=== uart_rx ===
**uart_rx: register map, names as in the netlist**

The bar under the picture is 20 um long. Other sequential cells in the stronger gray, the rest of the logic in the fainter gray.
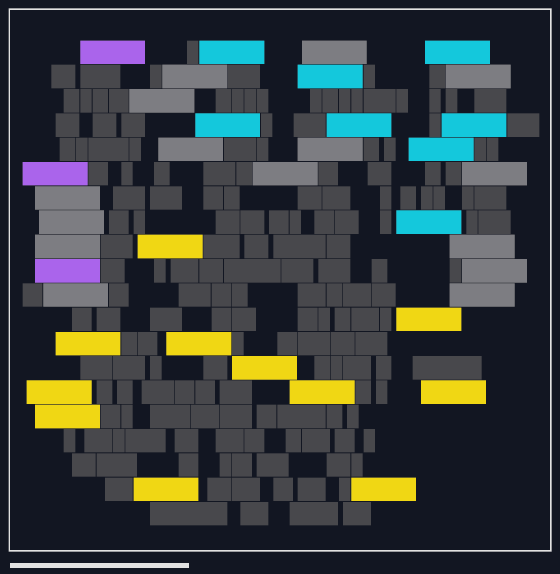

<file path="src/rtl/uart_rx.sv">
// uart_rx: oversampling-counter UART receiver, 8N1 by default.
// Define UART_RX_PARITY_EN to expect an even-parity bit after bit 7 (8E1)
// and to expose the parity_err_o pulse output.
// The line is double-flopped; only the second flop (rx_s) feeds the FSM.
module uart_rx #(
  parameter int CLOCKS_PER_BAUD = 1250
) (
  input  logic       clk_i,
  input  logic       rst_i,
  input  logic       rx_i,
  output logic [7:0] data_o,
  output logic       valid_o,
  output logic       frame_err_o,
`ifdef UART_RX_PARITY_EN
  output logic       parity_err_o,
`endif
  output logic       busy_o
);

  localparam int CW = $clog2(CLOCKS_PER_BAUD);
  // Counter reloads; both fit in CW bits, and the counter only ever
  // decrements while non-zero, so it cannot wrap.
  localparam logic [CW-1:0] FULL = CW'(CLOCKS_PER_BAUD - 1);
  localparam logic [CW-1:0] HALF = CW'(CLOCKS_PER_BAUD / 2 - 1);

  typedef enum logic [2:0] {
    IDLE,
    START,
    DATA,
`ifdef UART_RX_PARITY_EN
    PARITY,
`endif
    STOP,
    WAIT_HIGH
  } state_t;

  state_t          state;
  logic [1:0]      sync;
  logic            rx_s;
  logic [CW-1:0]   cnt;
  logic [2:0]      bit_idx;
  logic [7:0]      shreg;
`ifdef UART_RX_PARITY_EN
  logic            par_bad;
`endif

  assign rx_s   = sync[1];
  assign busy_o = (state != IDLE);

  // Synchronizer plus receive FSM; pulse outputs default low every cycle.
  always_ff @(posedge clk_i) begin
    if (rst_i) begin
      sync        <= 2'b11;
      state       <= IDLE;
      cnt         <= '0;
      bit_idx     <= '0;
      shreg       <= '0;
      data_o      <= '0;
      valid_o     <= 1'b0;
      frame_err_o <= 1'b0;
`ifdef UART_RX_PARITY_EN
      par_bad      <= 1'b0;
      parity_err_o <= 1'b0;
`endif
    end else begin
      sync        <= {sync[0], rx_i};
      valid_o     <= 1'b0;
      frame_err_o <= 1'b0;
`ifdef UART_RX_PARITY_EN
      parity_err_o <= 1'b0;
`endif
      case (state)
        IDLE: begin
          if (!rx_s) begin
            cnt   <= HALF;
            state <= START;
          end
        end
        // Half a bit later: still low means a real start bit, else a glitch.
        START: begin
          if (cnt != '0) begin
            cnt <= cnt - CW'(1);
          end else if (!rx_s) begin
            cnt     <= FULL;
            bit_idx <= '0;
`ifdef UART_RX_PARITY_EN
            par_bad <= 1'b0;
`endif
            state   <= DATA;
          end else begin
            state <= IDLE;
          end
        end
        DATA: begin
          if (cnt != '0) begin
            cnt <= cnt - CW'(1);
          end else begin
            shreg   <= {rx_s, shreg[7:1]};
            cnt     <= FULL;
            bit_idx <= bit_idx + 3'd1;
            if (bit_idx == 3'd7) begin
`ifdef UART_RX_PARITY_EN
              state <= PARITY;
`else
              state <= STOP;
`endif
            end
          end
        end
`ifdef UART_RX_PARITY_EN
        // Even parity: data bits XOR parity bit must be zero.
        PARITY: begin
          if (cnt != '0) begin
            cnt <= cnt - CW'(1);
          end else begin
            par_bad <= rx_s ^ (^shreg);
            cnt     <= FULL;
            state   <= STOP;
          end
        end
`endif
        // Return to IDLE mid stop bit so a back-to-back start edge is caught.
        STOP: begin
          if (cnt != '0) begin
            cnt <= cnt - CW'(1);
          end else if (rx_s) begin
`ifdef UART_RX_PARITY_EN
            if (par_bad) begin
              parity_err_o <= 1'b1;
            end else begin
              data_o  <= shreg;
              valid_o <= 1'b1;
            end
`else
            data_o  <= shreg;
            valid_o <= 1'b1;
`endif
            state <= IDLE;
          end else begin
            frame_err_o <= 1'b1;
            state       <= WAIT_HIGH;
          end
        end
        // A held-low line (break) reports once, then waits for idle.
        WAIT_HIGH: begin
          if (rx_s) state <= IDLE;
        end
        default: state <= IDLE;
      endcase
    end
  end

endmodule

</file>
<file path="config.mk">
export PLATFORM = sky130hd
export DESIGN_NAME = uart_rx
export DESIGN_NICKNAME = d
export VERILOG_FILES = /design/src/rtl/uart_rx.sv
export SDC_FILE = /design/constraint.sdc
export NUM_CORES = 1
export LEC_CHECK = 0
export CORE_UTILIZATION = 55
export DETAILED_ROUTE_END_ITERATION = 10
export DONT_BUFFER_PORTS = 1
export PLACE_DENSITY = 0.76
export SLEW_MARGIN = 40
export SYNTH_ARGS = -nofsm -noshare
export SYNTH_HDL_FRONTEND = slang
export SYNTH_SLANG_ARGS = --single-unit
</file>
<file path="constraint.sdc">
create_clock -name clk_i -period 2.5 [get_ports clk_i]
set_clock_uncertainty 0.1 [all_clocks]
set_input_delay 0.375 -clock clk_i [delete_from_list [all_inputs] [get_ports clk_i]]
set_output_delay 0.375 -clock clk_i [all_outputs]
set_load 0.005 [all_outputs]
</file>
=== prr_io_responder ===
**config.mk**
```make
export PLATFORM = sky130hd
export DESIGN_NAME = prr_io_responder
export DESIGN_NICKNAME = d
export VERILOG_FILES = /design/src/rtl/prr_io_responder.sv
export SDC_FILE = /design/constraint.sdc
export NUM_CORES = 1
export LEC_CHECK = 0
export CAP_MARGIN = 5
export CORE_ASPECT_RATIO = 1.2
export CORE_UTILIZATION = 55
export CTS_BUF_LIST = sky130_fd_sc_hd__clkbuf_8 sky130_fd_sc_hd__clkbuf_16
export CTS_CLUSTER_SIZE = 10
export DETAILED_ROUTE_END_ITERATION = 6
export PLACE_DENSITY = 0.78
export SLEW_MARGIN = 0
export SYNTH_ARGS = -nofsm -noshare
export SYNTH_HDL_FRONTEND = slang
export SYNTH_SLANG_ARGS = --single-unit
```
**constraint.sdc**
```tcl
create_clock -name clk -period 8.4 [get_ports clk]
set_input_delay 1.68 -clock clk [delete_from_list [all_inputs] [get_ports clk]]
set_output_delay 1.68 -clock clk [all_outputs]
set_load 0.1 [all_outputs]
```
**src/rtl/prr_io_responder.sv**
```systemverilog
// One CGRA partial-reconfiguration region as seen from the global buffer:
// a small config register file plus a g2f -> FIFO -> f2g stream loopback with optional add transform.
module prr_io_responder #(
    parameter int PRR_ID     = 0,
    parameter int ADDR_W     = 32,
    parameter int DATA_W     = 32,
    parameter int FIFO_DEPTH = 16
) (
    input  logic              clk,
    input  logic              reset_n,
    input  logic              stall,
    input  logic              cfg_wr_en,
    input  logic [ADDR_W-1:0] cfg_wr_addr,
    input  logic [DATA_W-1:0] cfg_wr_data,
    input  logic              cfg_rd_en,
    input  logic [ADDR_W-1:0] cfg_rd_addr,
    output logic [DATA_W-1:0] cfg_rd_data,
    input  logic              io1_g2io,
    input  logic [15:0]       io16_g2io,
    output logic              io1_io2g,
    output logic [15:0]       io16_io2g
);

    localparam int PTR_W = $clog2(FIFO_DEPTH);
    localparam int CNT_W = PTR_W + 1;
    localparam logic [ADDR_W-9:0] PRR_SEL   = (ADDR_W-8)'(PRR_ID);
    localparam logic [CNT_W-1:0]  CNT_FULL  = CNT_W'(FIFO_DEPTH);
    localparam logic [7:0]        OFF_CTRL  = 8'h00;
    localparam logic [7:0]        OFF_CONST = 8'h04;
    localparam logic [7:0]        OFF_STAT  = 8'h08;
    localparam logic [7:0]        OFF_INC   = 8'h0C;
    localparam logic [7:0]        OFF_OUTC  = 8'h10;
    localparam logic [7:0]        OFF_CLEAR = 8'h14;

    typedef enum logic {
        ST_FILL,
        ST_DRAIN
    } state_t;

    state_t             state_q, state_d;
    logic               en_q, en_d;
    logic               mode_q, mode_d;
    logic [3:0]         thresh_q, thresh_d;
    logic [15:0]        const_q, const_d;
    logic               ovf_q, ovf_d;
    logic [31:0]        in_cnt_q, in_cnt_d;
    logic [31:0]        out_cnt_q, out_cnt_d;
    logic [15:0]        mem_q [FIFO_DEPTH];
    logic [15:0]        mem_d [FIFO_DEPTH];
    logic [PTR_W-1:0]   wr_ptr_q, wr_ptr_d;
    logic [PTR_W-1:0]   rd_ptr_q, rd_ptr_d;
    logic [CNT_W-1:0]   count_q, count_d;
    logic               io1_q, io1_d;
    logic [15:0]        io16_q, io16_d;
    logic [DATA_W-1:0]  rd_data_q, rd_data_d;

    logic        wr_hit, rd_hit, clear, full, empty, ready, draining;
    logic        push_req, push, pop, drop;
    logic [3:0]  thresh_eff;
    logic [31:0] rd_word;
    logic [15:0] head;
    logic        unused_wr_hi;

    assign unused_wr_hi = ^cfg_wr_data[DATA_W-1:16];

    assign wr_hit = cfg_wr_en && (cfg_wr_addr[ADDR_W-1:8] == PRR_SEL);
    assign rd_hit = cfg_rd_en && (cfg_rd_addr[ADDR_W-1:8] == PRR_SEL);
    assign clear  = wr_hit && (cfg_wr_addr[7:0] == OFF_CLEAR) && cfg_wr_data[0];

    assign full       = (count_q == CNT_FULL);
    assign empty      = (count_q == '0);
    assign thresh_eff = (thresh_q == 4'd0) ? 4'd1 : thresh_q;
    assign ready      = en_q && (32'(count_q) >= 32'(thresh_eff));
    assign head       = mem_q[rd_ptr_q];

    // FILL pops in the same cycle the threshold is met, so a lone word costs only the FIFO and output registers.
    assign draining = (state_q == ST_DRAIN) ? en_q : ready;
    assign pop      = draining && !stall && !empty && !clear;
    assign push_req = io1_g2io && en_q;
    assign push     = push_req && (!full || pop) && !clear;
    assign drop     = push_req && full && !pop;

    always_comb begin
        rd_word = 32'h0;
        case (cfg_rd_addr[7:0])
            OFF_CTRL:  rd_word = {24'h0, thresh_q, 2'b00, mode_q, en_q};
            OFF_CONST: rd_word = {16'h0, const_q};
            OFF_STAT:  rd_word = {16'h0, 8'(count_q), 5'h0, full, empty, ovf_q};
            OFF_INC:   rd_word = in_cnt_q;
            OFF_OUTC:  rd_word = out_cnt_q;
            default:   rd_word = 32'h0;
        endcase
        rd_data_d = rd_hit ? DATA_W'(rd_word) : '0;
    end

    always_comb begin
        en_d     = en_q;
        mode_d   = mode_q;
        thresh_d = thresh_q;
        const_d  = const_q;
        if (wr_hit && cfg_wr_addr[7:0] == OFF_CTRL) begin
            en_d     = cfg_wr_data[0];
            mode_d   = cfg_wr_data[1];
            thresh_d = cfg_wr_data[7:4];
        end
        if (wr_hit && cfg_wr_addr[7:0] == OFF_CONST) begin
            const_d = cfg_wr_data[15:0];
        end
    end

    always_comb begin
        mem_d     = mem_q;
        wr_ptr_d  = wr_ptr_q;
        rd_ptr_d  = rd_ptr_q;
        count_d   = count_q;
        in_cnt_d  = in_cnt_q;
        out_cnt_d = out_cnt_q;
        ovf_d     = ovf_q || drop;
        io1_d     = pop;
        io16_d    = io16_q;
        if (push) begin
            mem_d[wr_ptr_q] = io16_g2io;
            wr_ptr_d        = wr_ptr_q + PTR_W'(1);
            in_cnt_d        = in_cnt_q + 32'd1;
        end
        if (pop) begin
            rd_ptr_d  = rd_ptr_q + PTR_W'(1);
            out_cnt_d = out_cnt_q + 32'd1;
            io16_d    = mode_q ? 16'(head + const_q) : head;
        end
        case ({push, pop})
            2'b10:   count_d = count_q + CNT_W'(1);
            2'b01:   count_d = count_q - CNT_W'(1);
            default: count_d = count_q;
        endcase
        if (clear) begin
            wr_ptr_d  = '0;
            rd_ptr_d  = '0;
            count_d   = '0;
            in_cnt_d  = 32'h0;
            out_cnt_d = 32'h0;
            ovf_d     = 1'b0;
        end
    end

    always_comb begin
        state_d = state_q;
        case (state_q)
            ST_FILL:  if (ready) state_d = ST_DRAIN;
            ST_DRAIN: if (!en_q || (empty && !push)) state_d = ST_FILL;
            default:  state_d = ST_FILL;
        endcase
        if (clear) state_d = ST_FILL;
    end

    always_ff @(posedge clk or negedge reset_n) begin
        if (!reset_n) begin
            state_q   <= ST_FILL;
            en_q      <= 1'b0;
            mode_q    <= 1'b0;
            thresh_q  <= 4'h0;
            const_q   <= 16'h0;
            ovf_q     <= 1'b0;
            in_cnt_q  <= 32'h0;
            out_cnt_q <= 32'h0;
            mem_q     <= '{default: '0};
            wr_ptr_q  <= '0;
            rd_ptr_q  <= '0;
            count_q   <= '0;
            io1_q     <= 1'b0;
            io16_q    <= 16'h0;
            rd_data_q <= '0;
        end else begin
            state_q   <= state_d;
            en_q      <= en_d;
            mode_q    <= mode_d;
            thresh_q  <= thresh_d;
            const_q   <= const_d;
            ovf_q     <= ovf_d;
            in_cnt_q  <= in_cnt_d;
            out_cnt_q <= out_cnt_d;
            mem_q     <= mem_d;
            wr_ptr_q  <= wr_ptr_d;
            rd_ptr_q  <= rd_ptr_d;
            count_q   <= count_d;
            io1_q     <= io1_d;
            io16_q    <= io16_d;
            rd_data_q <= rd_data_d;
        end
    end

    assign cfg_rd_data = rd_data_q;
    assign io1_io2g    = io1_q;
    assign io16_io2g   = io16_q;

endmodule
```
=== sprite_fetch ===
==> config.mk <==
export PLATFORM = sky130hd
export DESIGN_NAME = sprite_fetch
export DESIGN_NICKNAME = d
export VERILOG_FILES = /design/src/rtl/sprite_fetch.sv
export SDC_FILE = /design/constraint.sdc
export NUM_CORES = 1
export LEC_CHECK = 0
export CAP_MARGIN = 20
export CORE_MARGIN = 5
export CORE_UTILIZATION = 35
export DETAILED_ROUTE_END_ITERATION = 10
export GPL_ROUTABILITY_DRIVEN = 0
export GPL_TIMING_DRIVEN = 0
export SLEW_MARGIN = 25
export SYNTH_ARGS = -nofsm -noshare
export SYNTH_HDL_FRONTEND = slang
export SYNTH_SLANG_ARGS = --single-unit
==> constraint.sdc <==
create_clock -name i_clk -period 1.53 [get_ports i_clk]
set_input_delay 0.2295 -clock i_clk [delete_from_list [all_inputs] [get_ports i_clk]]
set_output_delay 0.2295 -clock i_clk [all_outputs]
set_load 0.05 [all_outputs]
==> src/rtl/sprite_fetch.sv <==
// sprite_fetch: fetches one pixel of a sprite stored packed in a word-wide SRAM.
// Define SPRITE_FETCH_CACHE_EN to add a single-word read cache in front of the SRAM.
module sprite_fetch #(
  parameter int SRAM_AW = 20,
  parameter int SRAM_DW = 16,
  parameter int PIXEL_W = 4,
  parameter int N_SPR = 8,
  parameter int SPR_W = 40,
  parameter int SPR_H = 40,
  parameter logic [SRAM_AW-1:0] SPR_BASE = 20'h4E200,
  parameter int RD_LAT = 2,
  parameter int ID_W = $clog2(N_SPR),
  parameter int X_W = $clog2(SPR_W),
  parameter int Y_W = $clog2(SPR_H)
) (
  input  logic               i_clk,
  input  logic               i_rst,
  input  logic               i_req_valid,
  output logic               o_req_ready,
  input  logic [ID_W-1:0]    i_req_id,
  input  logic [X_W-1:0]     i_req_x,
  input  logic [Y_W-1:0]     i_req_y,
  output logic               o_sram_rd,
  output logic [SRAM_AW-1:0] o_sram_addr,
  input  logic [SRAM_DW-1:0] i_sram_data,
  output logic               o_pix_valid,
  input  logic               i_pix_ready,
  output logic [PIXEL_W-1:0] o_pix,
  output logic               o_err
);
  localparam int PPW = SRAM_DW / PIXEL_W;
  localparam int REGION = SPR_W * SPR_H / PPW;
  localparam int SLOT_W = PPW > 1 ? $clog2(PPW) : 1;
  typedef enum logic [1:0] {IDLE, ISSUE, WAIT, DONE} state_t;
  state_t state_q;
  logic [SRAM_AW-1:0] lin, addr_d, addr_q;
  logic [SLOT_W-1:0] slot_d, slot_q;
  logic [2:0] cnt_q;
  logic in_range, hit, fill;
  logic [PIXEL_W-1:0] hit_pix;
  assign lin = SRAM_AW'(i_req_y) * SRAM_AW'(SPR_W) + SRAM_AW'(i_req_x);
  assign addr_d = SPR_BASE + SRAM_AW'(i_req_id) * SRAM_AW'(REGION) + lin / SRAM_AW'(PPW);
  assign slot_d = SLOT_W'(lin % SRAM_AW'(PPW));
  assign in_range = 32'(i_req_id) < N_SPR && 32'(i_req_x) < SPR_W && 32'(i_req_y) < SPR_H;
  assign fill = state_q == WAIT && cnt_q == 3'(RD_LAT);
`ifdef SPRITE_FETCH_CACHE_EN
  logic [SRAM_AW-1:0] tag_q;
  logic [SRAM_DW-1:0] cdata_q;
  logic cvalid_q;
  assign hit = cvalid_q && tag_q == addr_d;
  assign hit_pix = cdata_q[slot_d*PIXEL_W +: PIXEL_W];
  always_ff @(posedge i_clk or posedge i_rst) begin
    if (i_rst) begin
      tag_q <= '0;
      cdata_q <= '0;
      cvalid_q <= 1'b0;
    end else if (fill) begin
      tag_q <= o_sram_addr;
      cdata_q <= i_sram_data;
      cvalid_q <= 1'b1;
    end
  end
`else
  assign hit = 1'b0;
  assign hit_pix = '0;
`endif
  // Short paths (hit, out of range) enter DONE with valid low and raise it one edge later
  always_ff @(posedge i_clk or posedge i_rst) begin
    if (i_rst) begin
      state_q <= IDLE;
      o_req_ready <= 1'b0;
      o_sram_rd <= 1'b0;
      o_sram_addr <= '0;
      o_pix_valid <= 1'b0;
      o_pix <= '0;
      o_err <= 1'b0;
      addr_q <= '0;
      slot_q <= '0;
      cnt_q <= '0;
    end else begin
      o_sram_rd <= 1'b0;
      case (state_q)
        IDLE: begin
          o_req_ready <= 1'b1;
          if (i_req_valid && o_req_ready) begin
            o_req_ready <= 1'b0;
            addr_q <= addr_d;
            slot_q <= slot_d;
            o_pix <= in_range ? hit_pix : '0;
            o_err <= !in_range;
            state_q <= (!in_range || hit) ? DONE : ISSUE;
          end
        end
        ISSUE: begin
          o_sram_rd <= 1'b1;
          o_sram_addr <= addr_q;
          cnt_q <= '0;
          state_q <= WAIT;
        end
        WAIT: begin
          if (fill) begin
            o_pix <= i_sram_data[slot_q*PIXEL_W +: PIXEL_W];
            o_err <= 1'b0;
            o_pix_valid <= 1'b1;
            state_q <= DONE;
          end else cnt_q <= cnt_q + 3'd1;
        end
        DONE: begin
          if (!o_pix_valid) o_pix_valid <= 1'b1;
          else if (i_pix_ready) begin
            o_pix_valid <= 1'b0;
            o_req_ready <= 1'b1;
            state_q <= IDLE;
          end
        end
      endcase
    end
  end
endmodule

**uart_rx: close-up of the layout**

Window x 0 to 40, y 20 to 60 um. Cells in gray, sequential cells in the stronger gray; small squares are vias.
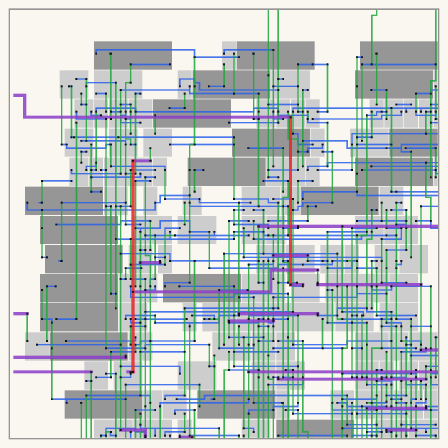
Green stands for met2. Purple stands for met3. Blue stands for met1. Red stands for met4.
Most frequent: dfxtp_1 (21), nand2_1 (11). Netlist names of flops here include cnt (4), data_o (4), shreg (4). 111 logic cells have their middle in the window. Sequential cells in the window: 21.

## Picture notes: 'register map, names as in the netlist' of uart_rx
Purple stands for bit_idx, placed flops 3. Cyan stands for shreg, placed flops 8. Yellow stands for cnt, placed flops 11.

==> impl_metrics.yaml, uart_rx <==
# physical design summary
run_status:
  status: "complete, no violations"
setup_path:
  startpoint: "cnt[6]$_SDFFE_PP0P_"
  r2r_start: "cnt[6]$_SDFFE_PP0P_"
  cp-endpoint: "cnt[2]$_SDFFE_PP0P_"
  r2r_end: "cnt[2]$_SDFFE_PP0P_"
  critPathMaxFanout: 8
  critical_path.max_stage_delay_ns: 0.50
  crit_required_ns: 2.63
  reg2reg_depth: 4
worst_hold_path:
  worstHoldPathCells: 1
  min_path_type: "primary input to flop"
cells_and_area:
  comb_area_um2: 1030
  antenna_cells: 0
  top_register: "cnt"
  comb_area_frac: 0.523
  n_all_buffers: 8
  fin_cells: 249
  comb_cells: 146
  top_regs: "cnt: 11 flops, data_o: 8 flops, shreg: 8 flops"
  lay_top_cells: "dfxtp_1, nand2_1, nor2_1"
  final-clk-cell-share: 0.0261
  regArea_um2: 741
  clock_buffers: 6
  seq-cell-share: 0.377
  largest_class: "multi-input combinational cells"
power:
  clkPwrFrac: 0.209
  comb_power_share: 0.331
  sw_frac_of_total: 0.370
  p_leak_uw: 0.000763
  power.internal_uw: 892
  power_density_nw_per_um2: 721
  power.total_uw: 1410
  pg_clk_uw: 295
die:
  die_x_um: 60.5
  coreArea_um2: 3150
  fp.dieArea_um2: 3660
grt:
  antenna_found_initial: 0
synthesis:
  synth-edff-count: 0
  logic_family: "simple AND/OR/NAND/NOR gates"
  synth-main-ff-cell: "dfxtp_1"
  ys_cells: 205
  ys_area_um2: 1880
  ys_async_sr_fraction: 0
  synthMuxAreaShare: 0.0592
  ys_sh_aoi: 0.197
  top_cell_area_share: 0.394
  netlist_instances: 205
  synth_seq_share: 0.394
final_timing:
  tns_ns: 0
  finalHoldViolations: 0
  slew_headroom: 0.484
  whs_ns: 0.0403
  tightest_slew_ns: 0.771
detailed_routing:
  drtIter0Drc: 95
  wl_met2_mm: 2.11
  drc_errors: 0
  top_layer_used: "met4"
  wl_mm: 4.23
  wl_met3_um: 254
placed_design:
  pre_cts_slack_ns: 0.518
  hpwlAfterDp_mm: 2.87
  dpl_cell_area_um2: 1880
  place_inst: 238
clock_tree:
  cts_resized: 0
  cts_tree: "built"
  root_buffer: "clkbuf_4"
  cts.htree.levels: 2
  clk_pin_slew_ns: 0.11
## uart_rx: worst max-delay path: cells and delay by family, from the launching register on
family,cells,cell delay (ns)
and+or+nand+nor,3,1.07
DFF,1,0.38
AOI/OAI and AO/OA,1,0.34
## uart_rx: routing by layer
layer | vias up | track usage
met5 | - | 0
met4 | 0 | 0.0974
met3 | 7 | 0.0554
met2 | 60 | 0.407
met1 | 755 | 0.319
li1 | 756 | -
**prr_io_responder: register map, names as in the netlist**

The bar under the picture is 50 um long. Other sequential cells in the stronger gray, the rest of the logic in the fainter gray.
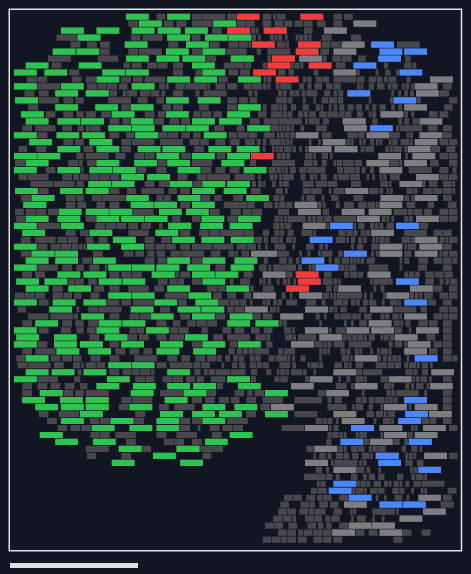
Red stands for io16_io2g, placed flops 16. Blue stands for out_cnt_q, placed flops 32, where a vertical strip on the right. Green stands for mem_q, placed flops 256.
Another 102 sequential cells are not colored.
final core utilization: 0.641
Seq group: 3160 uW
sequential cell area share: 0.442

==> impl_metrics.yaml, prr_io_responder <==
# physical design summary
run_status:
  status: "finished with violations"
  violations: "DRC"
synthesis:
  ys_async_sr_fraction: 1.00
  synth_warnings: 0
  synthTopCellsByArea: "dfrtp_1, mux2_2, mux4_2"
  netlist_instances: 1652
  synthAdderAreaFrac: 0.0202
  synth-main-ff-cell: "dfrtp_1"
  synth-edff-count: 0
  xor_share: 0.0290
  synthMuxAreaShare: 0.227
  ys_sh_simple: 0.105
die:
  std_cell_rows: 76
  die_height_um: 211
power:
  power_density_nw_per_um2: 350
  ir_worst_vdd_mv: 0.244
  p_leak_uw: 0.00987
cells_and_area:
  lay_top_count: "dfrtp_1"
  comb_cells: 1111
  top_register: "mem_q"
  drive_gt1_frac: 0.236
  comb_area_frac: 0.400
  final-clk-cell-share: 0.0536
  largest_class: "flip-flops and latches"
  antenna_cells: 2
  final_area_um2: 23000
  clock_buffers: 46
setup_path:
  cp-start-kind: "flop"
  crit_required_ns: 8.85
  crit_chain: "nor2b_4, a221oi_1, o21ai_0, nand2_1, ha_1, inv_1, fa_1, nor2b_1, o31ai_1, a21o_1, a21oi_1, or3_1, a41oi_1, nor4b_1, nand3b_1"
detailed_routing:
  top_layer_used: "met4"
  wl_met2_mm: 25.0
  drc_errors: 1
  via_per_inst: 6.18
  wire_per_inst_um: 22.3
  first_pass_iters: 7
final_timing:
  drv_slew: 0
  finalCritPeriodShare: 0.628
  fin_ws_ns: 3.13
  slew_headroom: 0.170
  whs_ns: 0.484
clock_tree:
  clkLatencyLatePin_ns: 0.57
  cts_buffers: 46
  cts.htree.levels: 2
  numClockSinks: 406
  cts_resized: 0
  root_buffer: "clkbuf_16"
job:
  warnings: 49
  maxCapViolCount: 0
worst_hold_path:
  min_path_type: "flop to flop"
placed_design:
  pre_cts_slack_ns: 2.63
  hpwlAfterDp_mm: 31.5
grt:
  grt_max_degree: 176
  grt_overflow: 0
-- prr_io_responder: report_power, final --
part	switching, uW	total [uW]	internal (uW)
registers	512	3160	2650
clock network	755	1730	972
logic	1710	3170	1460
total	2980	8060	5080
-- prr_io_responder: cell families after synthesis --
logic type / count (synthesis)
DFF: 406
and+or+nand+nor: 404
muxes: 377
AOI/OAI and AO/OA: 233
buffers and inverters: 135
xor gates and xnor gates: 66
adders and majority gates: 31
-- prr_io_responder: layer usage --
metal / up-vias / track usage
met5: - / 0
met3: 142 / 0.0454
met2: 452 / 0.469
met4: 0 / 0.127
met1: 7080 / 0.345
li1: 6222 / -
**sprite_fetch: close-up of the layout**

Window x 4 to 44, y 53 to 93 um. Cells in gray, sequential cells in the stronger gray; small squares are vias.
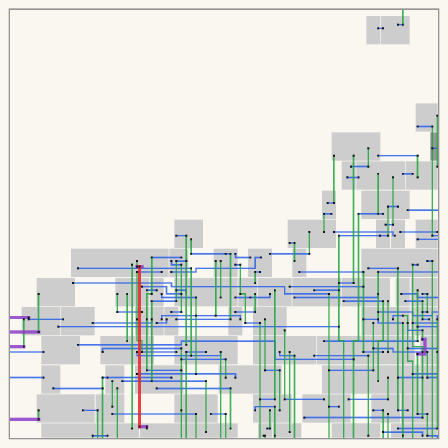
Blue stands for met1. Purple stands for met3. Green stands for met2. Red stands for met4.
Most frequent: ha_1 (9). 62 logic cells have their middle in the window. Sequential cells in the window: 0.

==> impl_metrics.yaml, sprite_fetch <==
# physical design summary
synthesis:
  synthAdderAreaFrac: 0.185
  synth-edff-count: 0
final_timing:
  finalSetupViolCount: 23
  fin_ws_ns: -1.57
setup_path:
  cp_num_cells: 15
  cp_slowest_cell: "fa_2"
  startpoint: "i_req_y[1]"
  critPathMaxFanout: 4
  cp.arrival_ns: 3.28
  r2r_start: "state_q[0]$_DFFE_PP0P_"
run_status:
  violations: "setup timing"
  status: "finished with violations"
die:
  coreArea_um2: 7610
  initCoreUtil: 0.354
clock_tree:
  cts_buffers: 5
[sprite_fetch: power by group through the flow]
| stage | sequential, uW | clock [uW] | combinational (uW) |
|---|---|---|---|
| 6_report | 1990 | 889 | 4080 |
| 5_1_grt | 2080 | 953 | 4430 |
| 4_1_cts | 2000 | 919 | 3880 |
| 3_5_place_dp | 2040 | 0 | 3760 |
| 3_3_place_gp | 2020 | 0 | 3700 |
| 2_1_floorplan | 2870 | 0 | 1850 |


==> gallery <==
Nets reached from selected ports.
picture 1
The bar under the picture is 20 um long.
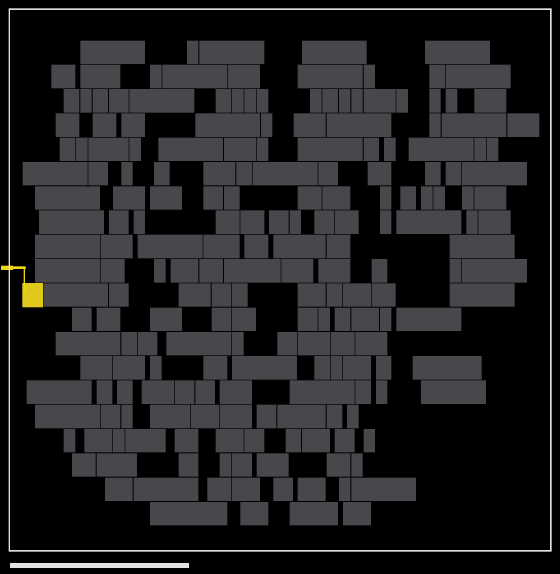
picture 2
The bar under the picture is 20 um long.
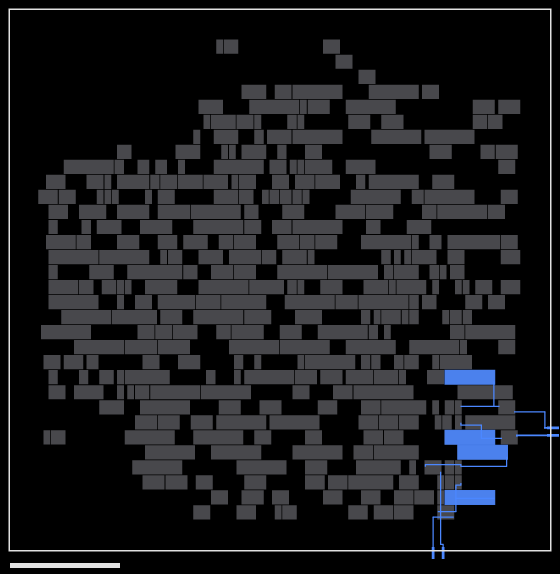
picture 3
The bar under the picture is 50 um long.
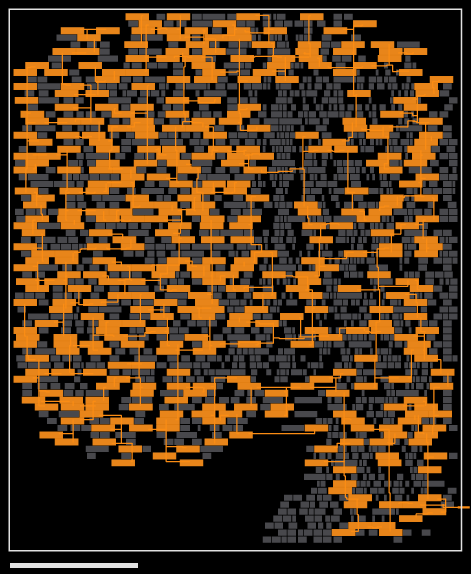
Of these, fewest cells: picture 1
Of these, largest die: picture 3
| picture | from |
|---|---|
| picture 1 | uart_rx |
| picture 3 | prr_io_responder |
| picture 2 | sprite_fetch |

Key to picture 2:
Blue stands for o_pix, bits 4, direction output, edge 2 right, 2 bottom, end cells 4, wire 92.3 um.

Power is estimated from default activity; no workload was simulated.
